=== serial_chunk_adder ===
**serial_chunk_adder: cells by drive strength**

Drawn at 3 px/um.
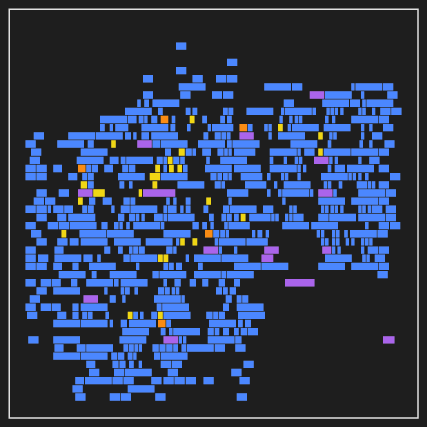
--- src/rtl/serial_chunk_adder_pkg.sv ---
// Shared definitions for serial_chunk_adder: FSM state encoding and the
// WIDTH/CHUNK configuration legality check.
package serial_chunk_adder_pkg;

    localparam logic [1:0] ST_IDLE = 2'b00;
    localparam logic [1:0] ST_CALC = 2'b01;
    localparam logic [1:0] ST_DONE = 2'b10;

    typedef enum logic [1:0] {
        IDLE = ST_IDLE,
        CALC = ST_CALC,
        DONE = ST_DONE
    } state_t;

    // Legal when the operand splits into a whole number of non-empty chunks.
    function automatic bit chunk_cfg_ok(input int width, input int chunk);
        return (chunk >= 1) && (chunk <= width) && ((width % chunk) == 0);
    endfunction

endpackage

--- src/rtl/serial_chunk_adder_ripple.sv ---
// chunk_ripple_add: combinational CHUNK-bit ripple-carry adder built from
// CHUNK chained full-adder stages.
module chunk_ripple_add #(
    parameter int CHUNK = 8
) (
    input  logic [CHUNK-1:0] x,
    input  logic [CHUNK-1:0] y,
    input  logic             ci,
    output logic [CHUNK-1:0] s,
    output logic             co
);

    always_comb begin
        logic w_c;
        w_c = ci;
        s   = '0;
        for (int i = 0; i < CHUNK; i++) begin
            s[i] = x[i] ^ y[i] ^ w_c;
            w_c  = (x[i] & y[i]) | (w_c & (x[i] ^ y[i]));
        end
        co = w_c;
    end

endmodule

--- src/rtl/serial_chunk_adder.sv ---
// serial_chunk_adder: WIDTH-bit add, CHUNK bits per clock, LSB chunk first.
// Define SERIAL_CHUNK_ADDER_SUB_EN to add the 'sub' port (a - b mode).
module serial_chunk_adder
    import serial_chunk_adder_pkg::*;
#(
    parameter int WIDTH = 32,
    parameter int CHUNK = 8
) (
    input  logic             clk,
    input  logic             rst_n,
    input  logic             in_valid,
    output logic             in_ready,
    input  logic [WIDTH-1:0] a,
    input  logic [WIDTH-1:0] b,
    input  logic             c_in,
`ifdef SERIAL_CHUNK_ADDER_SUB_EN
    input  logic             sub,
`endif
    output logic             out_valid,
    input  logic             out_ready,
    output logic [WIDTH-1:0] sum,
    output logic             c_out,
    output logic             busy,
    output logic [1:0]       dbg_state
);

    localparam int NCHUNK = WIDTH / CHUNK;
    localparam int CW     = (NCHUNK > 1) ? $clog2(NCHUNK) : 1;

    generate
        if (!chunk_cfg_ok(WIDTH, CHUNK)) begin : g_cfg_err
            $error("serial_chunk_adder: WIDTH must be a positive multiple of CHUNK");
        end
    endgenerate

    state_t           r_state;
    logic [WIDTH-1:0] r_a_sh;
    logic [WIDTH-1:0] r_b_sh;
    logic [WIDTH-1:0] r_sum;
    logic             r_carry;
    logic             r_c_out;
    logic             r_out_valid;
    logic [CW-1:0]    r_cnt;

    logic [CHUNK-1:0] w_chunk_s;
    logic             w_chunk_co;
    logic [WIDTH-1:0] w_sum_next;
    logic [WIDTH-1:0] w_b_in;
    logic             w_carry_in;
    logic             w_last;

    // Subtraction is a + ~b + 1; inverting b once at accept is the same as
    // inverting each chunk as it is consumed.
`ifdef SERIAL_CHUNK_ADDER_SUB_EN
    assign w_b_in     = sub ? ~b : b;
    assign w_carry_in = sub ? 1'b1 : c_in;
`else
    assign w_b_in     = b;
    assign w_carry_in = c_in;
`endif

    chunk_ripple_add #(.CHUNK(CHUNK)) u_ripple (
        .x  (r_a_sh[CHUNK-1:0]),
        .y  (r_b_sh[CHUNK-1:0]),
        .ci (r_carry),
        .s  (w_chunk_s),
        .co (w_chunk_co)
    );

    // Each chunk result enters at the MSB end, so after NCHUNK shifts the
    // first (LSB) chunk has arrived at bit 0.
    generate
        if (CHUNK == WIDTH) begin : g_single
            assign w_sum_next = w_chunk_s;
        end else begin : g_multi
            assign w_sum_next = {w_chunk_s, r_sum[WIDTH-1:CHUNK]};
        end
    endgenerate

    assign w_last = (r_cnt == CW'(NCHUNK - 1));

    always_ff @(posedge clk or negedge rst_n) begin
        if (!rst_n) begin
            r_state     <= IDLE;
            r_a_sh      <= '0;
            r_b_sh      <= '0;
            r_sum       <= '0;
            r_carry     <= 1'b0;
            r_c_out     <= 1'b0;
            r_out_valid <= 1'b0;
            r_cnt       <= '0;
        end else begin
            case (r_state)
                IDLE: begin
                    if (in_valid) begin
                        r_a_sh  <= a;
                        r_b_sh  <= w_b_in;
                        r_carry <= w_carry_in;
                        r_cnt   <= '0;
                        r_state <= CALC;
                    end
                end
                CALC: begin
                    r_sum   <= w_sum_next;
                    r_a_sh  <= r_a_sh >> CHUNK;
                    r_b_sh  <= r_b_sh >> CHUNK;
                    r_carry <= w_chunk_co;
                    r_cnt   <= r_cnt + CW'(1);
                    if (w_last) begin
                        r_c_out     <= w_chunk_co;
                        r_out_valid <= 1'b1;
                        r_state     <= DONE;
                    end
                end
                DONE: begin
                    if (out_ready) begin
                        r_out_valid <= 1'b0;
                        r_state     <= IDLE;
                    end
                end
                default: r_state <= IDLE;
            endcase
        end
    end

    assign in_ready  = (r_state == IDLE);
    assign busy      = (r_state != IDLE);
    assign out_valid = r_out_valid;
    assign sum       = r_sum;
    assign c_out     = r_c_out;
    assign dbg_state = r_state;

endmodule
--- config.mk ---
export PLATFORM = sky130hd
export DESIGN_NAME = serial_chunk_adder
export DESIGN_NICKNAME = d
export VERILOG_FILES = /design/src/rtl/serial_chunk_adder_pkg.sv /design/src/rtl/serial_chunk_adder_ripple.sv /design/src/rtl/serial_chunk_adder.sv
export SDC_FILE = /design/constraint.sdc
export NUM_CORES = 1
export LEC_CHECK = 0
export CAP_MARGIN = 10
export CORE_MARGIN = 5
export CORE_UTILIZATION = 28
export CTS_BUF_LIST = sky130_fd_sc_hd__clkbuf_4 sky130_fd_sc_hd__clkbuf_8
export DETAILED_ROUTE_END_ITERATION = 16
export GPL_TIMING_DRIVEN = 0
export SLEW_MARGIN = 30
export SYNTH_ARGS = -nofsm -noshare
export SYNTH_HDL_FRONTEND = slang
export SYNTH_SLANG_ARGS = --single-unit
export TNS_END_PERCENT = 1
--- constraint.sdc ---
create_clock -name clk -period 4.5 [get_ports clk]
set_clock_uncertainty 0.15 [all_clocks]
set_input_delay 0.675 -clock clk [delete_from_list [all_inputs] [get_ports clk]]
set_output_delay 0.675 -clock clk [all_outputs]
set_load 0.02 [all_outputs]
==> run notes <==
- detailed-route DRC error count: 0
- net switching power: 1.85 mW
- post-synthesis chip area from yosys: 0.00443 mm2
- combinational share of cell area: 27.5%
- M3 GR Usage: 3.86%
- Detail Route met2 WL: 5850 um
- routability congestion estimate: 0.814
- die height: 136 um
- width of the die: 136 um
- element type at the critical path end: register
- top cells by instance count after synthesis: 103 x dfrtp_1, 97 x nand2_1, 59 x o22ai_1, 43 x a21oi_1, 36 x nor2_1
- Max Root-Sink Buffers: 2
- post-synthesis async set-or-reset flop share: 100%
- fraction of area in non-clock buffers: 21.0%
- critical setup path kind: reg -> reg
- critical path cell sequence: fa_1 -> inv_1 -> fa_1 -> inv_1 -> fa_1 -> fa_1 -> fa_1 -> fa_1 -> fa_1 -> inv_1 -> fa_1 -> o21ai_0
- dpl cell area: 0.00579 mm2
- post-CTS setup repair buffer count: 0
- standard cell core area: 0.0157 mm2
- number of detailed-route iterations in the first pass: 4
- share of synthesized area occupied by flip-flops and latches: 58.2%
- Worst Setup EP: sum[31]
- pwr/cell area: 735 mW/mm2
- uppermost metal layer occupied by signal nets: met4
- cell with the largest stage delay on the worst path: dfrtp_1
- metal3 WL: 845 um
- combinational logic power: 2.09 mW
- filler cell count in the final layout: 1576
- number of clock buffers inserted by TritonCTS: 9
- nets: 645
- sequential power: 1.71 mW
- critical path peak fanout: 3
- CP arrival: 4.13 ns
- Yosys top cell by instances: dfrtp_1
- gr ovfl total: 0
- switching power as a share of total power: 41.9%
- outcome: completed
- critical path launch point type: register
- syn_area_per_cell: 9.87 um2
- Cell Rows: 46
- fraction of area in clock buffers and inverters: 3.50%
- total number of tap cells: 216
- global routing usage summed across all routing layers: 14.3%
- busiest layer in global routing: met2
- post-synth tally of flip-flops with integrated enable: 0
About 'cells by drive strength' of serial_chunk_adder:
Key: purple = drive 6 and up [cells 15, share 2.6%]; blue = drive 1 or less [cells 527, share 92%]; yellow = drive 2 [cells 25, share 4.4%]; orange = drive 3 to 4 [cells 5, share 0.87%]


=== br_arb_rr_packet_lock_flat ===
**br_arb_rr_packet_lock_flat: routing congestion map**

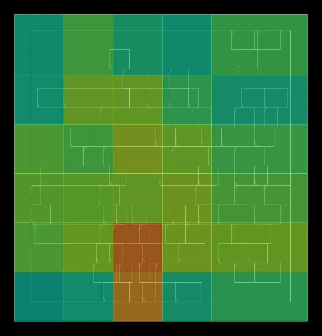
**br_arb_rr_packet_lock_flat: placed cells, one colour a class**

Drawn at 8 px/um.
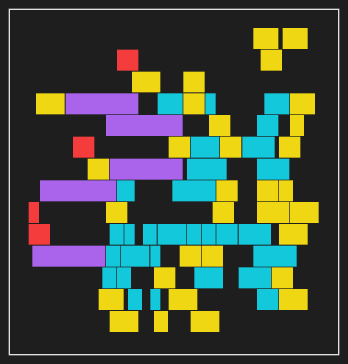
--- src/rtl/br_arb_rr_packet_lock_if.sv ---
// -----------------------------------------------------------------------------
// br_arb_rr_packet_lock_if
// Bundles the requester side and the downstream side of the packet arbiter.
//
// Handshake: a beat moves downstream on a rising clk edge when out_valid and
// out_ready are both high. request[i] is requester i's valid. grant/out_valid
// are combinational from request and arbiter state. out_ready may depend on
// out_valid, but out_valid never depends on out_ready.
//
// Signals:
//   request       [N]  per-requester valid
//   request_last  [N]  current beat of requester i ends its packet
//   out_ready     [1]  downstream ready
//   grant         [N]  one-hot (or zero) grant
//   out_valid     [1]  |grant
//
// Modports:
//   slave  - the arbiter (consumes requests, drives grant)
//   master - requesters plus downstream sink (drives requests and ready)
// -----------------------------------------------------------------------------
interface br_arb_rr_packet_lock_if #(
   parameter int NumRequesters = 2
);
   logic [NumRequesters-1:0] request;
   logic [NumRequesters-1:0] request_last;
   logic                     out_ready;
   logic [NumRequesters-1:0] grant;
   logic                     out_valid;

   modport slave (
      input  request,
      input  request_last,
      input  out_ready,
      output grant,
      output out_valid
   );

   modport master (
      output request,
      output request_last,
      output out_ready,
      input  grant,
      input  out_valid
   );
endinterface

--- src/rtl/br_arb_rr_packet_lock.sv ---
// -----------------------------------------------------------------------------
// br_arb_rr_packet_lock
// Round-robin packet arbiter with grant locking. A round-robin pointer
// (last_grant) builds a thermometer priority mask. Requesters above the last
// winner are preferred. Once a non-last beat is accepted, the grant is locked
// to that requester until its last beat is accepted, so packets never
// interleave.
//
// Ports:
//   clk                     clock, rising edge
//   rst_n                   asynchronous active-low reset
//   bus (slave modport)     request / request_last / out_ready in,
//                           grant / out_valid out (combinational)
//   enable_priority_update  low freezes the round-robin pointer
//   locked                  registered, high while a packet is in progress
//   protocol_error          registered sticky flag: the locked requester
//                           dropped its request mid-packet
//   dbg_state               FSM state (0 = IDLE, 1 = LOCKED)
//   dbg_last_grant          round-robin pointer (one-hot)
// -----------------------------------------------------------------------------
module br_arb_rr_packet_lock #(
   parameter int NumRequesters = 2
) (
   input  logic                     clk,
   input  logic                     rst_n,
   br_arb_rr_packet_lock_if.slave   bus,
   input  logic                     enable_priority_update,
   output logic                     locked,
   output logic                     protocol_error,
   output logic                     dbg_state,
   output logic [NumRequesters-1:0] dbg_last_grant
);

   localparam int N    = NumRequesters;
   localparam int IdxW = (N > 1) ? $clog2(N) : 1;

   if (NumRequesters < 2) begin : g_bad_param
      $error("br_arb_rr_packet_lock: NumRequesters must be >= 2");
   end

   typedef enum logic {
      ST_IDLE   = 1'b0,
      ST_LOCKED = 1'b1
   } state_e;

   state_e          state_q, state_d;
   logic [IdxW-1:0] locked_idx_q, locked_idx_d;
   logic [N-1:0]    last_grant_q, last_grant_d;
   logic            locked_q, locked_d;
   logic            perr_q, perr_d;

   logic [N-1:0]    pm;
   logic [N-1:0]    hi;
   logic [N-1:0]    arb_src;
   logic [N-1:0]    arb_pick;
   logic [N-1:0]    lock_oh;
   logic [N-1:0]    grant_c;
   logic [IdxW-1:0] grant_idx;
   logic            acc;
   logic            last_beat;

   // Thermometer mask: pm[i] is set when the last winner sits at or above i.
   // Masking those out leaves the requesters strictly above the last winner.
   always_comb begin
      pm        = '0;
      pm[N-1]   = last_grant_q[N-1];
      for (int i = N - 2; i >= 0; i--) begin
         pm[i] = pm[i+1] | last_grant_q[i];
      end
   end

   always_comb begin
      hi      = bus.request & ~pm;
      arb_src = (|hi) ? hi : bus.request;
      // Scan downward so the final assignment is the lowest set bit.
      arb_pick = '0;
      for (int i = N - 1; i >= 0; i--) begin
         if (arb_src[i]) begin
            arb_pick    = '0;
            arb_pick[i] = 1'b1;
         end
      end
   end

   always_comb begin
      lock_oh               = '0;
      lock_oh[locked_idx_q] = 1'b1;
   end

   // While locked, the mask is ignored and only the owner can be granted.
   assign grant_c = (state_q == ST_LOCKED) ? (lock_oh & bus.request) : arb_pick;

   always_comb begin
      grant_idx = '0;
      for (int i = 0; i < N; i++) begin
         if (grant_c[i]) grant_idx = IdxW'(i);
      end
   end

   assign acc       = (|grant_c) & bus.out_ready;
   assign last_beat = bus.request_last[grant_idx];

   always_comb begin
      state_d      = state_q;
      locked_idx_d = locked_idx_q;
      last_grant_d = last_grant_q;
      perr_d       = perr_q;

      if (state_q == ST_IDLE) begin
         if (acc && !last_beat) begin
            state_d      = ST_LOCKED;
            locked_idx_d = grant_idx;
         end
      end else begin
         if (acc && last_beat) begin
            state_d = ST_IDLE;
         end
         // The owner's request is low while locked. This also catches a beat
         // that was offered, left unaccepted, and then withdrawn.
         if (!bus.request[locked_idx_q]) begin
            perr_d = 1'b1;
         end
      end

      // The pointer moves only when a packet completes.
      if (acc && last_beat && enable_priority_update) begin
         last_grant_d = grant_c;
      end

      locked_d = (state_d == ST_LOCKED);
   end

   always_ff @(posedge clk or negedge rst_n) begin
      if (!rst_n) begin
         state_q      <= ST_IDLE;
         locked_idx_q <= '0;
         last_grant_q <= {1'b1, {(N-1){1'b0}}};
         locked_q     <= 1'b0;
         perr_q       <= 1'b0;
      end else begin
         state_q      <= state_d;
         locked_idx_q <= locked_idx_d;
         last_grant_q <= last_grant_d;
         locked_q     <= locked_d;
         perr_q       <= perr_d;
      end
   end

   assign bus.grant      = grant_c;
   assign bus.out_valid  = |grant_c;
   assign locked         = locked_q;
   assign protocol_error = perr_q;
   assign dbg_state      = state_q;
   assign dbg_last_grant = last_grant_q;

   a_grant_onehot0 : assert property (@(posedge clk) disable iff (!rst_n)
      $onehot0(grant_c));
   a_last_grant_onehot : assert property (@(posedge clk) disable iff (!rst_n)
      $onehot(last_grant_q));
   a_lock_subset : assert property (@(posedge clk) disable iff (!rst_n)
      locked_q |-> ((grant_c & ~lock_oh) == '0));
   a_pm_thermo : assert property (@(posedge clk) disable iff (!rst_n)
      pm[0] && (((pm >> 1) & ~pm) == '0));

endmodule

--- src/flat_wrapper.sv ---
// flat-port wrapper written by rule: the top's interface ports become plain ports
module br_arb_rr_packet_lock_flat 
#(
   parameter int NumRequesters = 2
)
  (clk, rst_n, enable_priority_update, locked, protocol_error, dbg_state, dbg_last_grant, bus_request, bus_request_last, bus_out_ready, bus_grant, bus_out_valid);
  br_arb_rr_packet_lock_if #(.NumRequesters(NumRequesters)) bus_i ();
  input  logic clk;
  input  logic rst_n;
  input  logic enable_priority_update;
  output logic locked;
  output logic protocol_error;
  output logic dbg_state;
  output logic [NumRequesters-1:0] dbg_last_grant;
  input wire logic [$bits(bus_i.request)-1:0] bus_request;
  input wire logic [$bits(bus_i.request_last)-1:0] bus_request_last;
  input wire logic [$bits(bus_i.out_ready)-1:0] bus_out_ready;
  output wire logic [$bits(bus_i.grant)-1:0] bus_grant;
  output wire logic [$bits(bus_i.out_valid)-1:0] bus_out_valid;
  assign bus_i.request = bus_request;
  assign bus_i.request_last = bus_request_last;
  assign bus_i.out_ready = bus_out_ready;
  assign bus_grant = bus_i.grant;
  assign bus_out_valid = bus_i.out_valid;
  br_arb_rr_packet_lock #(.NumRequesters(NumRequesters)) u_core (.clk(clk), .rst_n(rst_n), .bus(bus_i), .enable_priority_update(enable_priority_update), .locked(locked), .protocol_error(protocol_error), .dbg_state(dbg_state), .dbg_last_grant(dbg_last_grant));
endmodule
--- config.mk ---
export PLATFORM = sky130hd
export DESIGN_NAME = br_arb_rr_packet_lock_flat
export DESIGN_NICKNAME = d
export VERILOG_FILES = /design/src/rtl/br_arb_rr_packet_lock_if.sv /design/src/rtl/br_arb_rr_packet_lock.sv /design/src/flat_wrapper.sv
export SDC_FILE = /design/constraint.sdc
export NUM_CORES = 1
export LEC_CHECK = 0
export CORE_AREA = 2 2 39 41
export DETAILED_ROUTE_END_ITERATION = 12
export DIE_AREA = 0 0 41 43
export PLACE_DENSITY_LB_ADDON = 0.3
export SLEW_MARGIN = 40
export SYNTH_ARGS = -nofsm -noshare
export SYNTH_HDL_FRONTEND = slang
export SYNTH_SLANG_ARGS = --single-unit
--- constraint.sdc ---
create_clock -name clk -period 1.7 [get_ports clk]
set_clock_uncertainty 0.15 [all_clocks]
set_input_delay 0.255 -clock clk [delete_from_list [all_inputs] [get_ports clk]]
set_output_delay 0.255 -clock clk [all_outputs]
set_load 0.01 [all_outputs]
==> run notes <==
- outcome: finished, violations left
- failing checks: negative setup slack
- combinational group share of total power: 61.5%
- dpl cell area: 617 um2
- logic area: 215 um2
- worst reg2reg path depth: 6
- Final min period: 1.71 ns
- Comb gates: 25
- IO Pins: 16
- maximum vdd drop: 470 uV
- dominant register cell in the synthesized netlist: dfrtp_1
- yosys cell count: 36
- setup tns final: -0.0119 ns
- gr ovfl total: 0
- cell class ranked first by area: buffers
- metal3 WL: 37 um
- Cell area leaders: dfrtp_1 28%, mux2i_1 8.4%, dfstp_2 7.4%, a21oi_1 5.6%, buf_4 4.2%
- number of clock buffers inserted by TritonCTS: 3
- library cell occupying the most area in the post-synthesis netlist: dfrtp_1
- instance count after placement with tap cells included: 79
- port bufs: 15
- syn_area_per_cell: 9.91 um2
- drt initial violations: 4
- Fmax achieved: 584 MHz
- crit path buf inv count: 1
- global routing usage summed across all routing layers: 13.4%
- clock tree sinks: 5
- area delta synth->final: 86.7%
- post-synthesis async set-or-reset flop share: 100%
- total setup violations reported at the end of the flow: 1
- Worst Hold Class: in -> async
- Cell Rows: 14
- post-route cell area: 666 um2
- final worst slack: -0.0119 ns
- XORs/XNORs by Area: 0%
- fraction of the mapped netlist area in compound gates: 37.5%
- adder share: 0%
- critical setup path kind: reg -> out
- Worst-Margin Slew: 0.225 ns
- proportion of cell area occupied by registers: 19.2%
- Detail Route met2 WL: 518 um
## Picture notes: 'routing congestion map' of br_arb_rr_packet_lock_flat
wire length per cell after detailed routing: 11.7 um
busiest layer in global routing: met2
M3 GR Usage: 4.71%
met2 usage in global routing: 20.3%

## Picture notes: 'placed cells, one colour a class' of br_arb_rr_packet_lock_flat
Key: purple = flip-flops [cells 5, share of their area 20%]; cyan = all other logic [cells 29, share of their area 36%]; yellow = other buffers and delay cells [cells 32, share of their area 41%]; red = clock drivers and dummy loads [cells 4, share of their area 4.1%]


=== pc_unit ===
**pc_unit: signal wires on met1**

Drawn at 3 px/um.
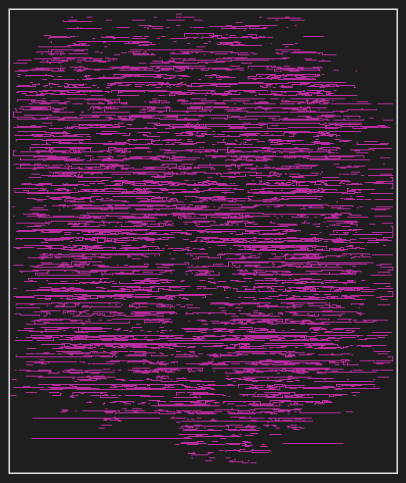
File: src/rtl/pc_unit.sv
// Registered program counter for the single-cycle MIPS core: next-PC selection,
// stall hold, latched interrupts, EPC/ERET and misaligned-jr exception entry.
module pc_unit #(
    parameter logic [31:0] RESET_VEC   = 32'h0000_3000,
    parameter logic [31:0] EXC_VEC     = 32'h0000_4180,
    parameter bit          CHECK_ALIGN = 1'b1
) (
    input  logic        clk,
    input  logic        rst,
    input  logic        stall,
    input  logic [2:0]  npc_sel,
    input  logic        zero,
    input  logic [31:0] rs_val,
    input  logic [31:0] imm32,
    input  logic        eret,
    input  logic        intreq,
    output logic [31:0] pc,
    output logic [31:0] pc_plus4,
    output logic [31:0] epc,
    output logic        in_handler,
    output logic        exc_taken,
    output logic        exc_cause
);

    typedef enum logic {
        RUN     = 1'b0,
        HANDLER = 1'b1
    } state_t;

    state_t             state;
    logic               int_pend;
    logic signed [31:0] br_off;
    logic [31:0]        br_tgt;
    logic [31:0]        seq_npc;
    logic               misalign;
    logic               take_exc;
    logic               take_int;
    logic               do_eret;
    logic               unused_imm_hi;

    // Word offset is sign-extended and scaled to bytes; it is relative to pc, not pc+4.
    function automatic logic signed [31:0] branch_offset(input logic [15:0] off);
        return {{14{off[15]}}, off, 2'b00};
    endfunction

    assign unused_imm_hi = ^imm32[31:26];
    assign pc_plus4      = pc + 32'd4;
    assign br_off        = branch_offset(imm32[15:0]);
    assign br_tgt        = pc + br_off;

    always_comb begin
        seq_npc = pc_plus4;
        case (npc_sel)
            3'b001:  seq_npc = zero  ? br_tgt : pc_plus4;
            3'b100:  seq_npc = !zero ? br_tgt : pc_plus4;
            3'b010:  seq_npc = {pc[31:28], imm32[25:0], 2'b00};
            3'b011:  seq_npc = rs_val;
            default: seq_npc = pc_plus4;
        endcase
    end

    assign misalign   = CHECK_ALIGN && (npc_sel == 3'b011) && (rs_val[1:0] != 2'b00);
    assign take_exc   = misalign && (state == RUN);
    assign take_int   = (int_pend || intreq) && (state == RUN) && !misalign;
    assign do_eret    = eret && (state == HANDLER);
    assign in_handler = (state == HANDLER);

    always_ff @(posedge clk) begin
        if (rst) begin
            pc        <= RESET_VEC;
            epc       <= 32'd0;
            state     <= RUN;
            exc_taken <= 1'b0;
            exc_cause <= 1'b0;
            int_pend  <= 1'b0;
        end else begin
            exc_taken <= 1'b0;
            // The request latch keeps capturing pulses even while stalled or masked.
            if (intreq) begin
                int_pend <= 1'b1;
            end
            if (!stall) begin
                if (take_exc) begin
                    pc        <= EXC_VEC;
                    epc       <= pc;
                    exc_cause <= 1'b1;
                    state     <= HANDLER;
                    exc_taken <= 1'b1;
                end else if (take_int) begin
                    pc        <= EXC_VEC;
                    epc       <= seq_npc;
                    exc_cause <= 1'b0;
                    state     <= HANDLER;
                    exc_taken <= 1'b1;
                    int_pend  <= 1'b0;
                end else if (do_eret) begin
                    pc    <= epc;
                    state <= RUN;
                end else begin
                    pc <= seq_npc;
                end
            end
        end
    end

endmodule

File: config.mk
export PLATFORM = sky130hd
export DESIGN_NAME = pc_unit
export DESIGN_NICKNAME = d
export VERILOG_FILES = /design/src/rtl/pc_unit.sv
export SDC_FILE = /design/constraint.sdc
export NUM_CORES = 1
export LEC_CHECK = 0
export CAP_MARGIN = 25
export CELL_PAD_IN_SITES_DETAIL_PLACEMENT = 1
export CELL_PAD_IN_SITES_GLOBAL_PLACEMENT = 1
export CORE_ASPECT_RATIO = 1.2
export CORE_UTILIZATION = 32
export CTS_CLUSTER_DIAMETER = 100
export DETAILED_ROUTE_END_ITERATION = 10
export HOLD_SLACK_MARGIN = 0.15
export PLACE_DENSITY = 0.79
export SETUP_SLACK_MARGIN = 0.05
export SLEW_MARGIN = 20
export SYNTH_ARGS = -nofsm -noshare
export SYNTH_HDL_FRONTEND = slang
export SYNTH_SLANG_ARGS = --single-unit
File: constraint.sdc
create_clock -name clk -period 2.74 [get_ports clk]
set_input_delay 0.411 -clock clk [delete_from_list [all_inputs] [get_ports clk]]
set_output_delay 0.411 -clock clk [all_outputs]
set_load 0.01 [all_outputs]
==> run notes <==
- total setup violations reported at the end of the flow: 18
- share of synthesized area occupied by flip-flops and latches: 22.0%
- IO Pins: 172
- final worst slack: -0.302 ns
- Cell Rows: 55
- cell class ranked first by area: combinational gates
- relative contribution of the clock network to total power: 27.6%
- critical path launch point: pc[2]
- nets: 1286
- outcome: finished, violations left
- cell depth of the worst min-delay path: 2
- Fmax achieved: 329 MHz
- critical path peak fanout: 4
- uppermost metal layer occupied by signal nets: met5
- number of pins with negative max-slew slack in the final report: 0
- number of buffers inserted for hold repair after clock tree synthesis: 0
- failing checks: negative setup slack
- standard cell core area: 0.0189 mm2
- sequential cell area: 0.00140 mm2
- number of clock buffers inserted by TritonCTS: 9
- endpoint of the lowest-slack register-to-register path: pc[27]
- yosys cell count: 838
- family with the most delay on the worst path: AND-OR/OR-AND gates
- reg-to-reg slack, setup: -0.30 ns
- per-cell via count in the routed design: 6.31
- area delta synth->final: 75.8%
- worst slew slack as a fraction of its limit: 17.8%
## Picture notes: 'signal wires on met1' of pc_unit
The wires run mostly horizontal. The layer carries 13500 um of wire.


=== uart_tx_arbiter ===
==> src/rtl/uart_pkg.sv <==
// Shared UART definitions: arbiter states and frame constants.
// Imported by the arbiter and its round-robin picker.
package uart_pkg;

  typedef enum logic [1:0] {
    ARB_IDLE,
    ARB_ISSUE,
    ARB_WAIT,
    ARB_GAP
  } arb_state_e;

  localparam int UART_FRAME_BITS = 10;
  localparam int UART_DATA_W     = 8;

endpackage

==> src/rtl/uart_rr_pick.sv <==
// Combinational round-robin picker.
// Finds the first valid requester after last_grant.
module uart_rr_pick
  import uart_pkg::*;
#(
  parameter int N_REQ = 4,
  localparam int IW = (N_REQ > 1) ? $clog2(N_REQ) : 1
) (
  input  logic [N_REQ-1:0] valid,
  input  logic [IW-1:0]    last_grant,
  output logic             any_valid,
  output logic [IW-1:0]    winner
);

  logic [N_REQ-1:0]   mask;
  logic [2*N_REQ-1:0] dbl;
  int                 start;

  // Low half keeps only slots at/after start; high half wraps around.
  always_comb begin
    if (int'(last_grant) >= N_REQ - 1) begin
      start = 0;
    end else begin
      start = int'(last_grant) + 1;
    end
    for (int i = 0; i < N_REQ; i++) begin
      mask[i] = (i >= start);
    end
    dbl = {valid, valid & mask};
    winner = '0;
    for (int i = 2*N_REQ-1; i >= 0; i--) begin
      if (dbl[i]) begin
        winner = IW'(i % N_REQ);
      end
    end
  end

  assign any_valid = |valid;

endmodule

==> src/rtl/uart_tx_arbiter.sv <==
// Round-robin arbiter sharing one UART transmit sequencer.
// Latches the winning byte and enforces an optional idle gap.
module uart_tx_arbiter
  import uart_pkg::*;
#(
  parameter int N_REQ     = 4,
  parameter int DATA_W    = UART_DATA_W,
  parameter int GAP_TICKS = 1,
  localparam int IW = (N_REQ > 1) ? $clog2(N_REQ) : 1,
  localparam int GW = (GAP_TICKS > 0) ? $clog2(GAP_TICKS + 1) : 1
) (
  input  logic                    clk,
  input  logic                    arst_n,
  input  logic [N_REQ-1:0]        req_valid,
  input  logic [N_REQ*DATA_W-1:0] req_data,
  output logic [N_REQ-1:0]        req_ready,
  input  logic                    baud_tick,
  input  logic                    tx_busy,
  input  logic                    tx_done,
  output logic                    start_tx,
  output logic [DATA_W-1:0]       tx_data,
  output logic [IW-1:0]           grant_idx,
  output logic                    tx_active
);

  arb_state_e        state_q;
  arb_state_e        state_d;
  logic [DATA_W-1:0] data_q;
  logic [DATA_W-1:0] pick_data;
  logic [IW-1:0]     grant_q;
  logic [IW-1:0]     last_q;
  logic [IW-1:0]     winner;
  logic [GW-1:0]     gap_q;
  logic              any_valid;
  logic              take;
  logic              frame_end;
  logic              gap_tick;
  logic              gap_end;

  uart_rr_pick #(
    .N_REQ(N_REQ)
  ) u_pick (
    .valid      (req_valid),
    .last_grant (last_q),
    .any_valid  (any_valid),
    .winner     (winner)
  );

  assign take      = (state_q == ARB_IDLE) && any_valid && !tx_busy;
  assign frame_end = (state_q == ARB_WAIT) && tx_done;
  assign gap_tick  = (state_q == ARB_GAP) && baud_tick;
  assign gap_end   = gap_tick && (gap_q == GW'(1));

  always_comb begin
    pick_data = '0;
    for (int k = 0; k < N_REQ; k++) begin
      if (IW'(k) == winner) begin
        pick_data = req_data[k*DATA_W +: DATA_W];
      end
    end
  end

  always_comb begin
    state_d = state_q;
    unique case (state_q)
      ARB_IDLE:  if (take) state_d = ARB_ISSUE;
      ARB_ISSUE: state_d = ARB_WAIT;
      ARB_WAIT: begin
        if (tx_done) begin
          state_d = (GAP_TICKS == 0) ? ARB_IDLE : ARB_GAP;
        end
      end
      ARB_GAP:   if (gap_end) state_d = ARB_IDLE;
      default:   state_d = ARB_IDLE;
    endcase
  end

  // Pointer resets to the last slot so requester 0 wins first.
  always_ff @(posedge clk or negedge arst_n) begin
    if (!arst_n) begin
      state_q <= ARB_IDLE;
      data_q  <= '0;
      grant_q <= '0;
      last_q  <= IW'(N_REQ - 1);
      gap_q   <= '0;
    end else begin
      state_q <= state_d;
      if (take) begin
        data_q  <= pick_data;
        grant_q <= winner;
        last_q  <= winner;
      end
      if (frame_end && (GAP_TICKS != 0)) begin
        gap_q <= GW'(GAP_TICKS);
      end else if (gap_tick) begin
        gap_q <= gap_q - GW'(1);
      end
    end
  end

  always_comb begin
    req_ready = '0;
    if (state_q == ARB_ISSUE) begin
      req_ready[grant_q] = 1'b1;
    end
  end

  assign start_tx  = (state_q == ARB_ISSUE);
  assign tx_data   = data_q;
  assign grant_idx = grant_q;
  assign tx_active = (state_q != ARB_IDLE);

endmodule

==> config.mk <==
export PLATFORM = sky130hd
export DESIGN_NAME = uart_tx_arbiter
export DESIGN_NICKNAME = d
export VERILOG_FILES = /design/src/rtl/uart_pkg.sv /design/src/rtl/uart_rr_pick.sv /design/src/rtl/uart_tx_arbiter.sv
export SDC_FILE = /design/constraint.sdc
export NUM_CORES = 1
export LEC_CHECK = 0
export CAP_MARGIN = 30
export CELL_PAD_IN_SITES_DETAIL_PLACEMENT = 1
export CELL_PAD_IN_SITES_GLOBAL_PLACEMENT = 2
export CORE_MARGIN = 5
export CORE_UTILIZATION = 22
export DETAILED_ROUTE_END_ITERATION = 10
export GPL_ROUTABILITY_DRIVEN = 1
export PLACE_DENSITY_LB_ADDON = 0.15
export SLEW_MARGIN = 10
export SYNTH_ARGS = -nofsm -noshare
export SYNTH_HDL_FRONTEND = slang
export SYNTH_HIERARCHICAL = 1
export SYNTH_SLANG_ARGS = --single-unit
==> constraint.sdc <==
create_clock -name clk -period 3.4 [get_ports clk]
set_clock_uncertainty 0.2 [all_clocks]
set_input_delay 0.34 -clock clk [delete_from_list [all_inputs] [get_ports clk]]
set_output_delay 0.34 -clock clk [all_outputs]
set_load 0.05 [all_outputs]
**uart_tx_arbiter: routing congestion map**

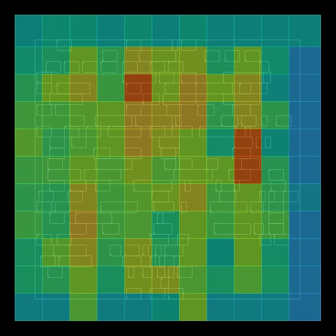
met1 routing resource usage after global routing: 10.2%
global routing usage summed across all routing layers: 9.80%
wire length per cell after detailed routing: 15.0 um
met2 usage in global routing: 18.5%

**uart_tx_arbiter: placed cells, one colour a class**

Drawn at 4 px/um.
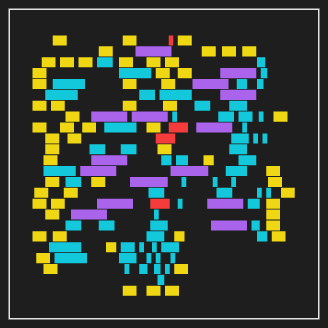
Key: cyan = all other logic [cells 61, share of their area 37%]; yellow = other buffers and delay cells [cells 59, share of their area 37%]; red = clock drivers and dummy loads [cells 4, share of their area 2.8%]; purple = flip-flops [cells 15, share of their area 24%]

==> run notes <==
- overall routed net length: 2870 um
- width of the die: 77.0 um
- total number of tap cells: 52
- post-synthesis chip area from yosys: 987 um2
- sequential cell area: 378 um2
- total power: 1.48 mW
- Leak Pwr: 0.678 nW
- post-synth tally of flip-flops with integrated enable: 0
- crit path DRT: 3.33 ns
- critical path launch point type: register
- clock insertion delay at the later pin of the skew report: 0.24 ns
- biggest power consumer among the groups: combinational logic
- tally of OpenROAD warnings: 30
- critical path cell sequence: inv_1 -> ha_1 -> nor2_1 -> a211oi_2 -> buf_4 -> mux4_2 -> mux2_2
- number of H-tree levels: 1
- Fmax achieved: 396 MHz
- yosys cell count: 79
- reg-to-reg slack, setup: 0.88 ns
- switching power as a share of total power: 45.7%
- outcome: completed
- number of clock buffer instances in the layout: 4
- Layout Cells excl Fill: 191
- Root Buffer Master: clkbuf_8
- maximum vdd drop: 273 uV
- Internal Dissipation: 802 uW
- standard cell core area: 0.00435 mm2


==> layout pictures side by side <==
Zoomed window.
shot_01.png
Region (20, 103) to (45, 128) um. Cells in grey, sequential cells in the stronger grey; small squares are vias.
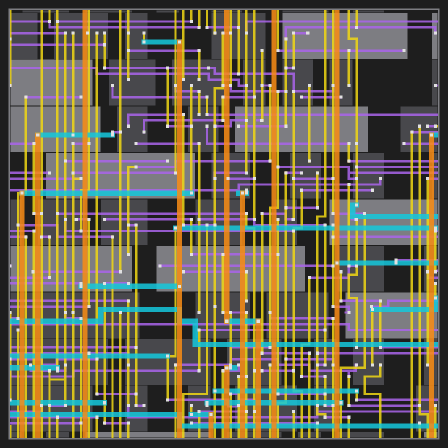
shot_02.png
Region (21, 89) to (46, 114) um. Cells in grey, sequential cells in the stronger grey; small squares are vias.
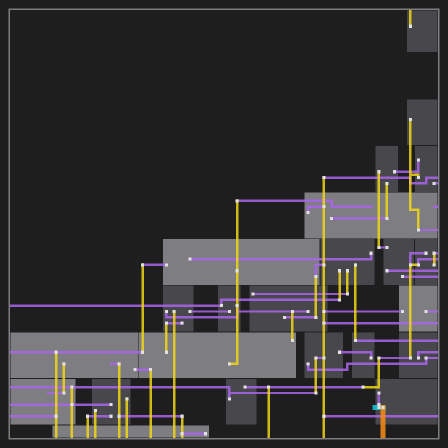
shot_03.png
Region (0, 18) to (25, 43) um. Cells in grey, sequential cells in the stronger grey; small squares are vias.
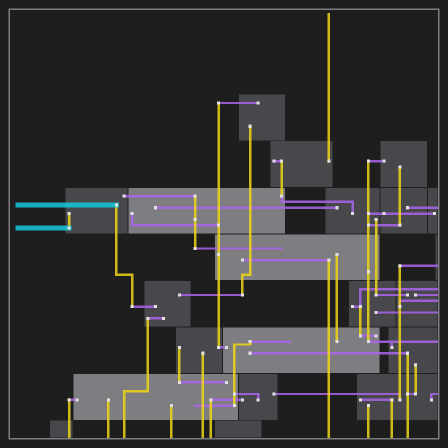
shot_04.png
Region (7, 45) to (32, 70) um. Cells in grey, sequential cells in the stronger grey; small squares are vias.
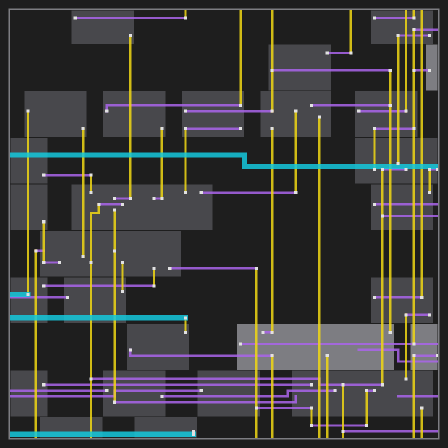
shot_01.png: pc_unit
shot_04.png: uart_tx_arbiter
shot_03.png: br_arb_rr_packet_lock_flat
shot_02.png: serial_chunk_adder

No activity file was given, so power comes from the tool's default toggle rates.
